=== design 1 ===
Figure 1. Drive-strength map (design 1).
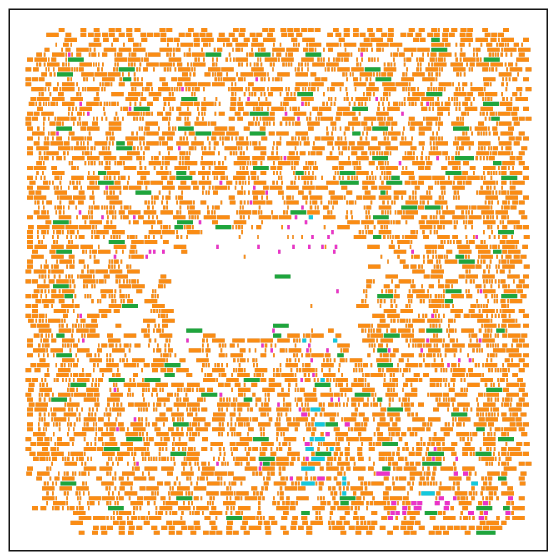
File: src/rtl/pipe_pkg.sv
// rtl/pipe_pkg.sv - shared types and constants for elastic pipeline stage registers
package pipe_pkg;

    // Occupancy of a two-entry stage: nothing, MAIN only, MAIN plus SKID.
    typedef enum logic [1:0] {
        EMPTY = 2'd0,
        ONE   = 2'd1,
        FULL  = 2'd2
    } stage_state_t;

    // Widest control bundle any stage instance may carry; CTRL_NOP is
    // sliced down to the instance's CTRL_WIDTH.
    localparam int unsigned MAX_CTRL_WIDTH = 256;

    // An all-zero control bundle is a NOP.
    localparam logic [MAX_CTRL_WIDTH-1:0] CTRL_NOP = '0;

endpackage

File: src/rtl/pipe_entry.sv
// rtl/pipe_entry.sv - one stage entry slot: valid, ctrl, pc and payload registers
//
// Ports:
//   clk, reset_n     clock, synchronous active-low reset (clears everything)
//   load_i           capture valid_i/ctrl_i/pc_i/payload_i
//   unload_i         drop the valid bit, keep the fields
//   clear_ctrl_i     kill: valid and ctrl go to zero, pc/payload kept
//   valid_i..        data to capture on load_i
//   valid_o..        registered slot contents
module pipe_entry
    import pipe_pkg::*;
#(
    parameter int DATA_WIDTH    = 64,
    parameter int PAYLOAD_WIDTH = 256,
    parameter int CTRL_WIDTH    = 20
) (
    input  logic                     clk,
    input  logic                     reset_n,
    input  logic                     load_i,
    input  logic                     unload_i,
    input  logic                     clear_ctrl_i,
    input  logic                     valid_i,
    input  logic [CTRL_WIDTH-1:0]    ctrl_i,
    input  logic [DATA_WIDTH-1:0]    pc_i,
    input  logic [PAYLOAD_WIDTH-1:0] payload_i,
    output logic                     valid_o,
    output logic [CTRL_WIDTH-1:0]    ctrl_o,
    output logic [DATA_WIDTH-1:0]    pc_o,
    output logic [PAYLOAD_WIDTH-1:0] payload_o
);

    logic                     valid_q,   valid_d;
    logic [CTRL_WIDTH-1:0]    ctrl_q,    ctrl_d;
    logic [DATA_WIDTH-1:0]    pc_q,      pc_d;
    logic [PAYLOAD_WIDTH-1:0] payload_q, payload_d;

    // Kill beats load: a flushed cycle must never capture the incoming entry.
    always_comb begin
        valid_d   = valid_q;
        ctrl_d    = ctrl_q;
        pc_d      = pc_q;
        payload_d = payload_q;
        if (clear_ctrl_i) begin
            valid_d = 1'b0;
            ctrl_d  = CTRL_NOP[CTRL_WIDTH-1:0];
        end else if (load_i) begin
            valid_d   = valid_i;
            ctrl_d    = ctrl_i;
            pc_d      = pc_i;
            payload_d = payload_i;
        end else if (unload_i) begin
            valid_d = 1'b0;
        end
    end

    always_ff @(posedge clk) begin
        if (!reset_n) begin
            valid_q   <= 1'b0;
            ctrl_q    <= CTRL_NOP[CTRL_WIDTH-1:0];
            pc_q      <= '0;
            payload_q <= '0;
        end else begin
            valid_q   <= valid_d;
            ctrl_q    <= ctrl_d;
            pc_q      <= pc_d;
            payload_q <= payload_d;
        end
    end

    assign valid_o   = valid_q;
    assign ctrl_o    = ctrl_q;
    assign pc_o      = pc_q;
    assign payload_o = payload_q;

endmodule

File: src/rtl/skid_stage_regs.sv
// rtl/skid_stage_regs.sv - elastic two-entry inter-stage register with flush and perf counters
//
// Ports:
//   clk, reset_n                     clock, synchronous active-low reset
//   flush                            kill held entries and any same-cycle input
//   hold                             external stall, acts as out_ready = 0
//   in_valid/in_ready                upstream handshake (in_ready registered)
//   in_pc/in_payload/in_ctrl         upstream entry
//   out_valid/out_ready              downstream handshake
//   out_pc/out_payload/out_ctrl      MAIN entry; ctrl reads NOP while invalid
//   stall_cnt/bubble_cnt             saturating performance counters
module skid_stage_regs
    import pipe_pkg::*;
#(
    parameter int DATA_WIDTH    = 64,
    parameter int PAYLOAD_WIDTH = 256,
    parameter int CTRL_WIDTH    = 20,
    parameter int CNT_WIDTH     = 32
) (
    input  logic                     clk,
    input  logic                     reset_n,
    input  logic                     flush,
    input  logic                     hold,
    input  logic                     in_valid,
    output logic                     in_ready,
    input  logic [DATA_WIDTH-1:0]    in_pc,
    input  logic [PAYLOAD_WIDTH-1:0] in_payload,
    input  logic [CTRL_WIDTH-1:0]    in_ctrl,
    output logic                     out_valid,
    input  logic                     out_ready,
    output logic [DATA_WIDTH-1:0]    out_pc,
    output logic [PAYLOAD_WIDTH-1:0] out_payload,
    output logic [CTRL_WIDTH-1:0]    out_ctrl,
    output logic [CNT_WIDTH-1:0]     stall_cnt,
    output logic [CNT_WIDTH-1:0]     bubble_cnt
);

    stage_state_t state_q, state_d;
    logic         in_ready_q, in_ready_d;
    logic [CNT_WIDTH-1:0] stall_cnt_q, stall_cnt_d;
    logic [CNT_WIDTH-1:0] bubble_cnt_q, bubble_cnt_d;

    logic accept;
    logic drain;
    logic main_load, main_unload, main_from_skid;
    logic skid_load, skid_unload;

    logic                     main_valid_in;
    logic [CTRL_WIDTH-1:0]    main_ctrl_in;
    logic [DATA_WIDTH-1:0]    main_pc_in;
    logic [PAYLOAD_WIDTH-1:0] main_payload_in;

    logic                     main_valid,   skid_valid;
    logic [CTRL_WIDTH-1:0]    main_ctrl,    skid_ctrl;
    logic [DATA_WIDTH-1:0]    main_pc,      skid_pc;
    logic [PAYLOAD_WIDTH-1:0] main_payload, skid_payload;

    // in_ready_q is 0 only in FULL, so accept never happens there.
    assign accept = in_valid && in_ready_q;
    assign drain  = out_ready && !hold;

    always_comb begin
        state_d        = state_q;
        main_load      = 1'b0;
        main_unload    = 1'b0;
        main_from_skid = 1'b0;
        skid_load      = 1'b0;
        skid_unload    = 1'b0;
        if (flush) begin
            state_d = EMPTY;
        end else begin
            case (state_q)
                EMPTY: begin
                    if (accept) begin
                        state_d   = ONE;
                        main_load = 1'b1;
                    end
                end
                ONE: begin
                    if (accept && !drain) begin
                        state_d   = FULL;
                        skid_load = 1'b1;
                    end else if (accept) begin
                        main_load = 1'b1;
                    end else if (drain) begin
                        state_d     = EMPTY;
                        main_unload = 1'b1;
                    end
                end
                FULL: begin
                    if (drain) begin
                        state_d        = ONE;
                        main_load      = 1'b1;
                        main_from_skid = 1'b1;
                        skid_unload    = 1'b1;
                    end
                end
                default: state_d = EMPTY;
            endcase
        end
    end

    // Registered from the next state so in_ready has no path from out_ready/hold.
    assign in_ready_d = (state_d != FULL);

    assign main_valid_in   = main_from_skid ? skid_valid   : 1'b1;
    assign main_ctrl_in    = main_from_skid ? skid_ctrl    : in_ctrl;
    assign main_pc_in      = main_from_skid ? skid_pc      : in_pc;
    assign main_payload_in = main_from_skid ? skid_payload : in_payload;

    // Flush cycles are excluded from both counters.
    always_comb begin
        stall_cnt_d  = stall_cnt_q;
        bubble_cnt_d = bubble_cnt_q;
        if (!flush) begin
            if ((state_q != EMPTY) && !drain && (stall_cnt_q != '1)) begin
                stall_cnt_d = stall_cnt_q + CNT_WIDTH'(1);
            end
            if ((state_q == EMPTY) && (bubble_cnt_q != '1)) begin
                bubble_cnt_d = bubble_cnt_q + CNT_WIDTH'(1);
            end
        end
    end

    always_ff @(posedge clk) begin
        if (!reset_n) begin
            state_q      <= EMPTY;
            in_ready_q   <= 1'b1;
            stall_cnt_q  <= '0;
            bubble_cnt_q <= '0;
        end else begin
            state_q      <= state_d;
            in_ready_q   <= in_ready_d;
            stall_cnt_q  <= stall_cnt_d;
            bubble_cnt_q <= bubble_cnt_d;
        end
    end

    pipe_entry #(
        .DATA_WIDTH   (DATA_WIDTH),
        .PAYLOAD_WIDTH(PAYLOAD_WIDTH),
        .CTRL_WIDTH   (CTRL_WIDTH)
    ) u_main (
        .clk         (clk),
        .reset_n     (reset_n),
        .load_i      (main_load),
        .unload_i    (main_unload),
        .clear_ctrl_i(flush),
        .valid_i     (main_valid_in),
        .ctrl_i      (main_ctrl_in),
        .pc_i        (main_pc_in),
        .payload_i   (main_payload_in),
        .valid_o     (main_valid),
        .ctrl_o      (main_ctrl),
        .pc_o        (main_pc),
        .payload_o   (main_payload)
    );

    pipe_entry #(
        .DATA_WIDTH   (DATA_WIDTH),
        .PAYLOAD_WIDTH(PAYLOAD_WIDTH),
        .CTRL_WIDTH   (CTRL_WIDTH)
    ) u_skid (
        .clk         (clk),
        .reset_n     (reset_n),
        .load_i      (skid_load),
        .unload_i    (skid_unload),
        .clear_ctrl_i(flush),
        .valid_i     (1'b1),
        .ctrl_i      (in_ctrl),
        .pc_i        (in_pc),
        .payload_i   (in_payload),
        .valid_o     (skid_valid),
        .ctrl_o      (skid_ctrl),
        .pc_o        (skid_pc),
        .payload_o   (skid_payload)
    );

    assign in_ready    = in_ready_q;
    assign out_valid   = (state_q != EMPTY);
    assign out_pc      = main_pc;
    assign out_payload = main_payload;
    // MAIN's valid bit tracks state != EMPTY; masking keeps bubbles as NOPs.
    assign out_ctrl    = main_valid ? main_ctrl : CTRL_NOP[CTRL_WIDTH-1:0];
    assign stall_cnt   = stall_cnt_q;
    assign bubble_cnt  = bubble_cnt_q;

endmodule

File: config.mk
export PLATFORM = sky130hd
export DESIGN_NAME = skid_stage_regs
export DESIGN_NICKNAME = d
export VERILOG_FILES = /design/src/rtl/pipe_pkg.sv /design/src/rtl/pipe_entry.sv /design/src/rtl/skid_stage_regs.sv
export SDC_FILE = /design/constraint.sdc
export NUM_CORES = 2
export LEC_CHECK = 0
export CAP_MARGIN = 0
export CORE_AREA = 8 8 288 290
export DETAILED_ROUTE_END_ITERATION = 16
export DIE_AREA = 0 0 296 298
export GPL_TIMING_DRIVEN = 0
export SETUP_SLACK_MARGIN = 0.15
export SKIP_LAST_GASP = 1
export SYNTH_ARGS = -nofsm -noshare
export SYNTH_HDL_FRONTEND = slang
export SYNTH_SLANG_ARGS = --single-unit
File: constraint.sdc
create_clock -name clk -period 2.88 [get_ports clk]
set_clock_uncertainty 0.05 [all_clocks]
set_input_delay 0.432 -clock clk [delete_from_list [all_inputs] [get_ports clk]]
set_output_delay 0.432 -clock clk [all_outputs]
set_load 0.02 [all_outputs]
==> reports/qor.log <==
qor: drt.top_layer met5
qor: global_routing.wire_length_of_the_first_global_routing_pass 185800 µm
qor: pwr.seq_cell_power 11.1 mW
qor: sta.finalSetupViolCount 0
qor: synth.synth_xor_xnor_area_share 0.2955%
qor: cells_and_area.largest_cell_class sequential cells
qor: placement.worst_slack_at_placement -1.156 ns
qor: status.run_status finished, final reports clean
qor: drt.number_of_nets_with_antenna_violations_after_routing 0
qor: pwr.totalPowerFinal 25.23 mW
qor: worst_setup_path.crit_path_max_fanout 10
qor: worst_setup_path.cp_num_buf_inv 3
qor: drt.dr_total_vias 30350
qor: worst_setup_path.required_time_at_the_worst_slack_endpoint 3.36 ns
qor: floorplan.fp-row-count 103
qor: pwr.share_clk_of_total_power 43.1%
qor: floorplan.taps_inserted 1050
qor: synth.synth.cellmix.adderShare 0.08442%
qor: synth.postSynthRegisterBits 749
qor: synth.number_of_cell_instances_after_yosys_synthesis 3815
qor: placement.dpl_cells 5614
qor: synth.synth-edff-count 0
qor: global_routing.globalRouteMet2Util 45.51%
qor: synth.top_logic_kind simple AND/OR/NAND/NOR gates
## Picture notes: Figure 1
legend:
  drive 6 and up:
    colour: green
    cells: 123
  drive 1 or less:
    colour: orange
    cells: 4461
  drive 2:
    colour: magenta
    cells: 117
  drive 3 to 4:
    colour: cyan
    cells: 18

[final timing paths]
check                                            from                    end  slack (ns)  cells past startpoint
worst max-delay path                       state_q[1]  u_main.payload_o[119]        0.26                      8
worst min-delay path                          reset_n         bubble_cnt[17]        0.24                      3
worst max register to register             state_q[1]  u_main.payload_o[119]        0.26                      8
worst min register to register  u_skid.payload_o[115]  u_skid.payload_o[115]        0.40                      2
[synth_stat cells, drive strengths merged (2+ instances only)]
cell     number  area share (%)
a21oi       386             6.6
a311oi      341              10
and2         27            0.57
and3          8            0.17
and4          9            0.27
buf          41            0.78
clkbuf      279             3.6
dfxtp       749              51
ha            2           0.084
inv          12            0.15
mux2i         7            0.24
nand2      1393              18
nand2b       11            0.23
nand3        30            0.51
nand4        20            0.42
nor2        363             4.6
nor3          6            0.16
nor4          7            0.25
o2111ai       2           0.059
o211ai        3           0.093
o21a          4            0.10
o21ai        26            0.49
o31a          2           0.059
o31ai        20            0.59
o41ai         3           0.089
or2           3           0.063
or3          21            0.46
or4          20            0.55
or4b          2           0.080
xor2          9            0.27
[timing repair]
action / in CTS / in global routing
setup buffers: 2 / 4
setup endpoints to repair: 650 / 277
resized: 26 / 55
pin swaps: 1 / 1

=== design 2 ===
Figure 2. Metal 2 (design 2).
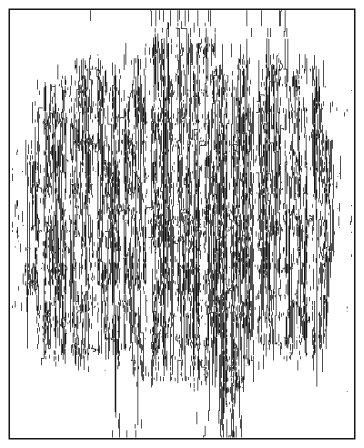
### src/rtl/ras_param.sv
`default_nettype none
// ============================================================================
// Module      : ras_param
// Description : Parametrised return address stack for the fetch predictors.
//               Circular storage: a push at full overwrites the oldest entry.
//               The top pointer is exported so fetch can checkpoint it and
//               restore speculative state in a single cycle.
//               Optional macro RAS_PARAM_COUNT_EN enables the occupancy
//               counter (ras_count / ras_empty). When it is not defined,
//               ras_count and ras_empty are tied to 0.
// Revision    : 1.0 - initial release
// ============================================================================
module ras_param #(
    parameter int RAS_ENTRIES      = 8,
    parameter int RAS_INDEX_WIDTH  = $clog2(RAS_ENTRIES),
    parameter int RAS_TARGET_WIDTH = 31
) (
    input  logic                        CLK,
    input  logic                        nRST,
    input  logic                        link_valid,
    input  logic [RAS_TARGET_WIDTH-1:0] link_target,
    input  logic                        ret_valid,
    output logic [RAS_TARGET_WIDTH-1:0] ret_target,
    output logic [RAS_INDEX_WIDTH-1:0]  ras_index,
    output logic [RAS_INDEX_WIDTH:0]    ras_count,
    output logic                        ras_empty,
    input  logic                        restore_valid,
    input  logic [RAS_INDEX_WIDTH-1:0]  restore_ras_index,
    input  logic [RAS_INDEX_WIDTH:0]    restore_ras_count
);

    localparam logic [RAS_INDEX_WIDTH-1:0] c_idx_one = RAS_INDEX_WIDTH'(1);

    logic [RAS_TARGET_WIDTH-1:0] stack_q [RAS_ENTRIES];
    logic [RAS_TARGET_WIDTH-1:0] stack_d [RAS_ENTRIES];
    logic [RAS_INDEX_WIDTH-1:0]  index_q;
    logic [RAS_INDEX_WIDTH-1:0]  index_d;
    logic [RAS_INDEX_WIDTH-1:0]  index_inc;

    assign index_inc  = index_q + c_idx_one;
    assign ret_target = stack_q[index_q];
    assign ras_index  = index_q;

    // Next pointer and entry contents; restore wins and never touches entries.
    always_comb begin
        stack_d = stack_q;
        index_d = index_q;
        if (restore_valid) begin
            index_d = restore_ras_index;
        end else if (link_valid && ret_valid) begin
            // Coroutine swap: replace the top in place, pointer unchanged.
            stack_d[index_q] = link_target;
        end else if (link_valid) begin
            index_d            = index_inc;
            stack_d[index_inc] = link_target;
        end else if (ret_valid) begin
            index_d = index_q - c_idx_one;
        end
    end

    // Stack storage and top pointer registers.
    always_ff @(posedge CLK) begin
        if (!nRST) begin
            for (int i = 0; i < RAS_ENTRIES; i++) begin
                stack_q[i] <= '0;
            end
            index_q <= '0;
        end else begin
            stack_q <= stack_d;
            index_q <= index_d;
        end
    end

`ifdef RAS_PARAM_COUNT_EN
    localparam logic [RAS_INDEX_WIDTH:0] c_cnt_one  = (RAS_INDEX_WIDTH+1)'(1);
    localparam logic [RAS_INDEX_WIDTH:0] c_cnt_full = (RAS_INDEX_WIDTH+1)'(RAS_ENTRIES);

    logic [RAS_INDEX_WIDTH:0] count_q;
    logic [RAS_INDEX_WIDTH:0] count_d;

    // Occupancy: saturates at full on push, floors at zero on pop.
    always_comb begin
        count_d = count_q;
        if (restore_valid) begin
            count_d = restore_ras_count;
        end else if (link_valid && ret_valid) begin
            if (count_q == '0) begin
                count_d = c_cnt_one;
            end
        end else if (link_valid) begin
            if (count_q != c_cnt_full) begin
                count_d = count_q + c_cnt_one;
            end
        end else if (ret_valid) begin
            if (count_q != '0) begin
                count_d = count_q - c_cnt_one;
            end
        end
    end

    // Occupancy register.
    always_ff @(posedge CLK) begin
        if (!nRST) begin
            count_q <= '0;
        end else begin
            count_q <= count_d;
        end
    end

    assign ras_count = count_q;
    assign ras_empty = (count_q == '0);
`else
    // Without the counter the restore count has no destination.
    logic unused_restore_count;
    assign unused_restore_count = ^restore_ras_count;

    assign ras_count = '0;
    assign ras_empty = 1'b0;
`endif

endmodule
`default_nettype wire

### config.mk
export PLATFORM = sky130hd
export DESIGN_NAME = ras_param
export DESIGN_NICKNAME = d
export VERILOG_FILES = /design/src/rtl/ras_param.sv
export SDC_FILE = /design/constraint.sdc
export NUM_CORES = 1
export LEC_CHECK = 0
export ABC_AREA = 1
export ABC_CLOCK_PERIOD_IN_PS = 2600
export CORE_ASPECT_RATIO = 1.25
export CORE_MARGIN = 2
export CORE_UTILIZATION = 36
export DETAILED_ROUTE_END_ITERATION = 7
export GPL_TIMING_DRIVEN = 0
export SLEW_MARGIN = 20
export SYNTH_ARGS = -nofsm -noshare
export SYNTH_HDL_FRONTEND = slang
export SYNTH_SLANG_ARGS = --single-unit
### constraint.sdc
create_clock -name CLK -period 2.6 [get_ports CLK]
set_input_delay 0.52 -clock CLK [delete_from_list [all_inputs] [get_ports CLK]]
set_output_delay 0.52 -clock CLK [all_outputs]
set_load 0.005 [all_outputs]
==> reports/qor.log <==
qor: status.run_status finished with violations
qor: status.violations setup timing
qor: cells_and_area.n_multi_input_combinational_cell 1399
qor: pwr.powerDensity 597.8 nW/µm²
qor: synth.synthFlopType dfxtp_1
qor: sta.fin_ws -0.05751 ns
qor: pwr.powerClk 3.84 mW
qor: synth.postSynthRegisterBits 251
qor: pwr.switching_share 29.85%
qor: floorplan.floorplan.core_area 35450 µm²
qor: drt.post_drt_wl_per_cell 18.69 µm
qor: drt.wl 48770 µm
qor: drt.drc 0
qor: synth.synth-simple-area-share 32.02%
qor: clocking.clock_tree.htree_level_count 1
qor: cells_and_area.num-nonclk-buffers 282
qor: cells_and_area.utilization 46.93%
qor: clocking.tritoncts built
qor: worst_setup_path.critical-path-slowest-cell dfxtp_4
qor: run.max_cap_viol_count 0
qor: sta.finalSetupViolCount 8
qor: cells_and_area.layout.area.seq 5034 µm²
qor: cells_and_area.seq_total_area 30.25%
qor: worst_setup_path.arrival 2.14 ns
qor: drt.dr_total_vias 13890
qor: clocking.hold_buffers 0
About Figure 2:
nets with wire on the layer: 1667
main direction: vertical
share of all routed wire: 48%
wire length on this layer: 23.5 mm
longest straight run: 144 µm

## state kept, by name (all words and copies together), names as in the netlist
name and count:
stack_q 248, ras_index 3
## cells in the final DEF, fill, tap and decap left out, types with 10 or more instances in the layout
cell and instances:
a21oi_1 273, a21oi_4 10, nand2_2 27, buf_12 14
buf_2 66, clkdlybuf4s50_1 39, clkbuf_1 30, o21ai_1 14
inv_1 152, o21ai_2 16, clkbuf_2 13, nor2_2 12
o22ai_1 21, nand3_1 254, buf_4 33, buf_6 66
o22ai_2 19, a21oi_2 13, nand2_1 406, dfxtp_1 248
nor2_1 278, clkbuf_16 40
## routing by layer
layer | track usage [%] | part of all wire, % | up-vias
li1 | - | - | 6700
met1 | 30.15 | 41 | 6535
met2 | 43.27 | 48 | 514
met3 | 2.737 | 6.0 | 140
met4 | 12.75 | 5.1 | 0
met5 | 0 | 0 | -
## worst max-delay path, delay by kind of cell (launching register included)
kind                   cells  cell delay (ns)
AND-OR/OR-AND              1             0.16
AND/OR/NAND/NOR            3             0.29
buffers and inverters      5             0.68
flip-flops                 1             0.44

=== design 3 ===
### src/rtl/reg32_scan_reader_pkg.sv
// Shared types and constants for the register-bank scan reader.
// Build option: SCAN_CHECKSUM_EN appends an XOR checksum word to each scan.
package reg32_scan_reader_pkg;

  localparam int WORD_W    = 32;
  localparam int IDX_W_DEF = 6;

  typedef enum logic {
    ST_IDLE   = 1'b0,
    ST_STREAM = 1'b1
  } state_t;

  // Words per scan: the registers, plus the checksum word when it is built in.
  function automatic int num_words(input int n_regs);
`ifdef SCAN_CHECKSUM_EN
    return n_regs + 1;
`else
    return n_regs;
`endif
  endfunction

endpackage

### src/rtl/reg32_scan_reader_if.sv
// Valid/ready word stream carrying the scanned bank image.
// Build option: SCAN_CHECKSUM_EN (index range grows by one).
interface reg32_scan_reader_if #(
  parameter int IDX_W = 6
);
  import reg32_scan_reader_pkg::*;

  logic [WORD_W-1:0] out_data;
  logic              out_valid;
  logic              out_ready;
  logic              out_last;
  logic [IDX_W-1:0]  out_index;

  modport master (
    output out_data, out_valid, out_last, out_index,
    input  out_ready
  );

  modport slave (
    input  out_data, out_valid, out_last, out_index,
    output out_ready
  );

endinterface

### src/rtl/reg32_snapshot.sv
// Capture array for the bank image with load enable and word-select mux.
// Build option: SCAN_CHECKSUM_EN stores the XOR of all words as an extra entry.
module reg32_snapshot
  import reg32_scan_reader_pkg::*;
#(
  parameter int NUM_REGS = 8,
  parameter int IDX_W    = IDX_W_DEF
) (
  input  logic                       clock,
  input  logic                       reset_n,
  input  logic                       i_load,
  input  logic [NUM_REGS*WORD_W-1:0] i_reg_q,
  input  logic [IDX_W-1:0]           i_sel,
  output logic [WORD_W-1:0]          o_word
);

  localparam int NUM_WORDS = num_words(NUM_REGS);

  logic [NUM_WORDS-1:0][WORD_W-1:0] r_mem;
  logic [NUM_WORDS-1:0][WORD_W-1:0] w_cap;

`ifdef SCAN_CHECKSUM_EN
  logic [WORD_W-1:0] w_sum;

  // Checksum is taken from the same sample as the words, so it always matches the image.
  always_comb begin
    w_sum = '0;
    for (int k = 0; k < NUM_REGS; k++) w_sum = w_sum ^ i_reg_q[k*WORD_W +: WORD_W];
  end

  assign w_cap = {w_sum, i_reg_q};
`else
  assign w_cap = i_reg_q;
`endif

  always_ff @(posedge clock or negedge reset_n) begin
    if (!reset_n)    r_mem <= '0;
    else if (i_load) r_mem <= w_cap;
  end

  always_comb begin
    o_word = '0;
    for (int k = 0; k < NUM_WORDS; k++)
      if (i_sel == IDX_W'(k)) o_word = r_mem[k];
  end

endmodule

### src/rtl/reg32_scan_reader.sv
// Snapshots the register bank on start and streams it one word per handshake.
// Build option: SCAN_CHECKSUM_EN streams an XOR checksum as the final word.
module reg32_scan_reader
  import reg32_scan_reader_pkg::*;
#(
  parameter int NUM_REGS = 8,
  parameter int IDX_W    = IDX_W_DEF
) (
  input  logic                       clock,
  input  logic                       reset_n,
  input  logic [NUM_REGS*WORD_W-1:0] reg_q,
  input  logic                       start,
  output logic                       busy,
  output logic                       done,
  reg32_scan_reader_if.master        out_if
);

  localparam int               NUM_WORDS = num_words(NUM_REGS);
  localparam logic [IDX_W-1:0] LAST_IDX  = IDX_W'(NUM_WORDS - 1);

  state_t            r_state, w_state_nxt;
  logic [IDX_W-1:0]  r_idx, w_idx_nxt;
  logic              r_done, w_done_nxt;
  logic              w_load;
  logic              w_hs;
  logic              w_stream;
  logic [WORD_W-1:0] w_word;

  reg32_snapshot #(
    .NUM_REGS (NUM_REGS),
    .IDX_W    (IDX_W)
  ) u_snap (
    .clock   (clock),
    .reset_n (reset_n),
    .i_load  (w_load),
    .i_reg_q (reg_q),
    .i_sel   (r_idx),
    .o_word  (w_word)
  );

  assign w_stream = (r_state == ST_STREAM);
  assign w_hs     = w_stream && out_if.out_ready;

  // start is only looked at in IDLE, so requests during a scan are dropped.
  always_comb begin
    w_state_nxt = r_state;
    w_idx_nxt   = r_idx;
    w_done_nxt  = 1'b0;
    w_load      = 1'b0;
    case (r_state)
      ST_IDLE: begin
        if (start) begin
          w_state_nxt = ST_STREAM;
          w_load      = 1'b1;
          w_idx_nxt   = '0;
        end
      end
      ST_STREAM: begin
        if (w_hs) begin
          if (r_idx == LAST_IDX) begin
            w_state_nxt = ST_IDLE;
            w_idx_nxt   = '0;
            w_done_nxt  = 1'b1;
          end else begin
            w_idx_nxt = r_idx + 1'b1;
          end
        end
      end
      default: w_state_nxt = ST_IDLE;
    endcase
  end

  always_ff @(posedge clock or negedge reset_n) begin
    if (!reset_n) begin
      r_state <= ST_IDLE;
      r_idx   <= '0;
      r_done  <= 1'b0;
    end else begin
      r_state <= w_state_nxt;
      r_idx   <= w_idx_nxt;
      r_done  <= w_done_nxt;
    end
  end

  assign busy             = w_stream;
  assign done             = r_done;
  assign out_if.out_valid = w_stream;
  assign out_if.out_last  = w_stream && (r_idx == LAST_IDX);
  assign out_if.out_index = r_idx;
  // Data is forced to zero outside a scan so an idle bus never shows stale image.
  assign out_if.out_data  = w_stream ? w_word : '0;

endmodule

### src/flat_wrapper.sv
// flat-port wrapper written by rule: the top's interface ports become plain ports
module reg32_scan_reader_flat import reg32_scan_reader_pkg::*;
#(
  parameter int NUM_REGS = 8,
  parameter int IDX_W    = IDX_W_DEF
)
  (clock, reset_n, reg_q, start, busy, done, out_if_out_data, out_if_out_valid, out_if_out_last, out_if_out_index, out_if_out_ready);
  reg32_scan_reader_if #(.IDX_W(IDX_W)) out_if_i ();
  input  logic clock;
  input  logic reset_n;
  input  logic [NUM_REGS*WORD_W-1:0] reg_q;
  input  logic start;
  output logic busy;
  output logic done;
  output wire logic [$bits(out_if_i.out_data)-1:0] out_if_out_data;
  output wire logic [$bits(out_if_i.out_valid)-1:0] out_if_out_valid;
  output wire logic [$bits(out_if_i.out_last)-1:0] out_if_out_last;
  output wire logic [$bits(out_if_i.out_index)-1:0] out_if_out_index;
  input wire logic [$bits(out_if_i.out_ready)-1:0] out_if_out_ready;
  assign out_if_out_data = out_if_i.out_data;
  assign out_if_out_valid = out_if_i.out_valid;
  assign out_if_out_last = out_if_i.out_last;
  assign out_if_out_index = out_if_i.out_index;
  assign out_if_i.out_ready = out_if_out_ready;
  reg32_scan_reader #(.NUM_REGS(NUM_REGS), .IDX_W(IDX_W)) u_core (.clock(clock), .reset_n(reset_n), .reg_q(reg_q), .start(start), .busy(busy), .done(done), .out_if(out_if_i));
endmodule
### config.mk
export PLATFORM = sky130hd
export DESIGN_NAME = reg32_scan_reader_flat
export DESIGN_NICKNAME = d
export VERILOG_FILES = /design/src/rtl/reg32_scan_reader_pkg.sv /design/src/rtl/reg32_scan_reader_if.sv /design/src/rtl/reg32_snapshot.sv /design/src/rtl/reg32_scan_reader.sv /design/src/flat_wrapper.sv
export SDC_FILE = /design/constraint.sdc
export NUM_CORES = 1
export LEC_CHECK = 0
export ABC_CLOCK_PERIOD_IN_PS = 3490
export CAP_MARGIN = 20
export CORE_ASPECT_RATIO = 1.25
export CORE_MARGIN = 2
export CORE_UTILIZATION = 45
export CTS_BUF_LIST = sky130_fd_sc_hd__clkbuf_8 sky130_fd_sc_hd__clkbuf_16
export CTS_CLUSTER_SIZE = 28
export DETAILED_ROUTE_END_ITERATION = 6
export PLACE_DENSITY_LB_ADDON = 0.12
export SYNTH_ARGS = -nofsm -noshare
export SYNTH_HDL_FRONTEND = slang
export SYNTH_HIERARCHICAL = 1
export SYNTH_SLANG_ARGS = --single-unit
### constraint.sdc
create_clock -name clock -period 3.49 [get_ports clock]
set_clock_uncertainty 0.05 [all_clocks]
set_input_delay 1.047 -clock clock [delete_from_list [all_inputs] [get_ports clock]]
set_output_delay 1.047 -clock clock [all_outputs]
set_load 0.1 [all_outputs]
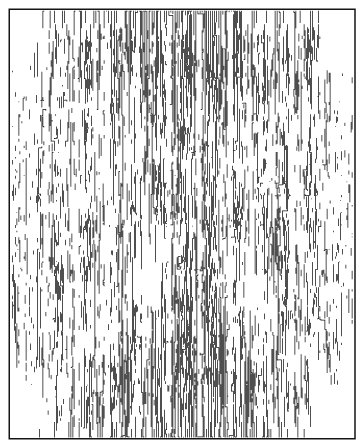
Figure 3: design 3, metal 2.
longest straight run: 74.1 µm
share of all routed wire: 48%
nets with wire on the layer: 1339
vias: 8511
fraction of met2 tracks used by global routing: 36.87%
total wirelength of the detailed-routed design: 33930 µm

==> reports/qor.log <==
qor: synth.asyncSetResetFlopFracSynth 100.0%
qor: pwr.cellLeakagePower 7.446 nW
qor: clocking.tritoncts built
qor: drt.number_of_nets_with_antenna_violations_after_routing 0
qor: status.run_status finished, final reports clean
qor: synth.synth_cells 895
qor: synth.yosysMostFrequentCell mux2_2
qor: worst_setup_path.critical_path.startpoint_type register
qor: placement.worst_slack_at_placement 0.1552 ns
qor: sta.setup_repair_after_global_routing_missed_its_margin true
qor: worst_setup_path.cp-end-kind output port
qor: floorplan.floorplan.core_util 45.82%
qor: sta.worst_hold_slack 0.4500 ns
qor: cells_and_area.inv_count 6
qor: clocking.clock-sinks 264
qor: cells_and_area.antennaDiodeCount 5
qor: cells_and_area.layout.area.seq 6619 µm²
qor: cells_and_area.final_layout_top_logic_cell mux2_2
qor: synth.area_leaders dfrtp_1 54%, mux2_2 25%, mux4_2 5.5%
qor: worst_setup_path.rr_worst_depth 5
qor: drt.drc 0
qor: pwr.powerDensity 1128 nW/µm²
qor: floorplan.fp-row-count 67
qor: pwr.worst_ir_drop_vdd 580.3 µV
qor: worst_setup_path.regToRegEndpoint u_core/u_snap/r_mem[121]
qor: worst_setup_path.cp_num_buf_inv 3
qor: synth.synth-edff-count 0
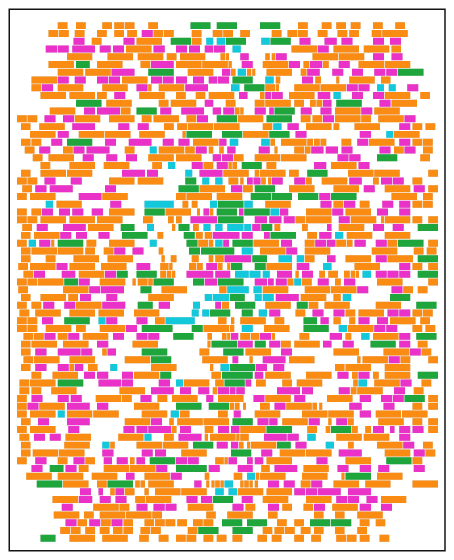
Figure 4: design 3, drive-strength map.
legend:
  drive 6 and up:
    colour: green
    cells: 112
  drive 2:
    colour: magenta
    cells: 387
  drive 1 or less:
    colour: orange
    cells: 672
  drive 3 to 4:
    colour: cyan
    cells: 72
synthesis-to-finish area growth: 45.17%
count of buffers not belonging to the clock network in the layout: 362
final standard cell area without fillers: 17900 µm²
final worst setup slack: 0.008879 ns

## logic make-up after synthesis
family | count (synthesis) | synth area share [%]
DFF | 264 | 53.58
and+or+nand+nor | 119 | 5.287
xor gates and xnor gates | 2 | 0.1421
muxes | 321 | 32.05
buffers and inverters | 72 | 3.227
adders and majority gates | 1 | 0.1015
AOI/OAI and AO/OA | 116 | 5.611
## timing repair
item,4_1_cts,5_1_grt
setup buffers,14,6
resized,78,86
endpoints found under the setup margin,33,32
gates cloned,1,1
pin swaps,9,29
## sequential cells by signal, indices dropped and copies added (netlist names)
| signal | cells |
|---|---|
| u_core/out_if.out_index | 6 |
| u_core/u_snap/r_mem | 256 |
| u_core/done | 1 |
| u_core/busy | 1 |
## power groups by stage
stage	Combinational [mW]	Clock [mW]	Sequential, mW
after global routing	12.2	3.28	5.57
after global placement	10.4	0	5.42
final	11.7	3.08	5.38
after floorplan	6.94	0	5.37
after detailed placement	10.5	0	5.49
after CTS	11.2	3.14	5.38
## layer usage
metal / wire (µm) / vias up / track usage (%)
met5: 12 / - / 0
met3: 1979 / 38 / 4.349
li1: - / 3920 / -
met2: 16390 / 239 / 36.87
met1: 14960 / 4312 / 31.82
met4: 585 / 2 / 6.183


==> layout pictures side by side <==
Cell classes on the final placement.
(a)
The bar under the picture is 50 µm long. Fill, decap, tap and diode cells in grey.
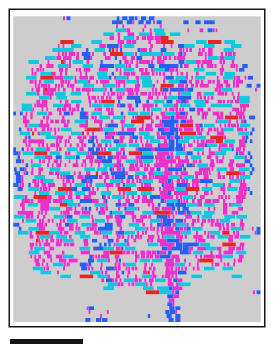
(b)
The bar under the picture is 50 µm long. Fill, decap, tap and diode cells in grey.
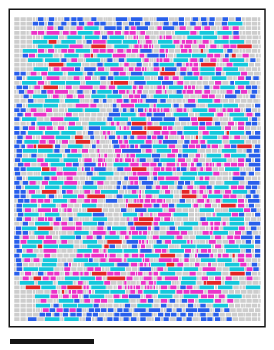
(c)
The bar under the picture is 100 µm long. Fill, decap, tap and diode cells in grey.
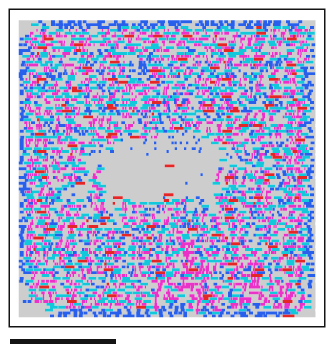
Of these, largest die: (c)
Of these, smallest die: (b)
For design 1, see (c).
For design 2, see (a).
For design 3, see (b).

No activity file was given, so power comes from the tool's default toggle rates.
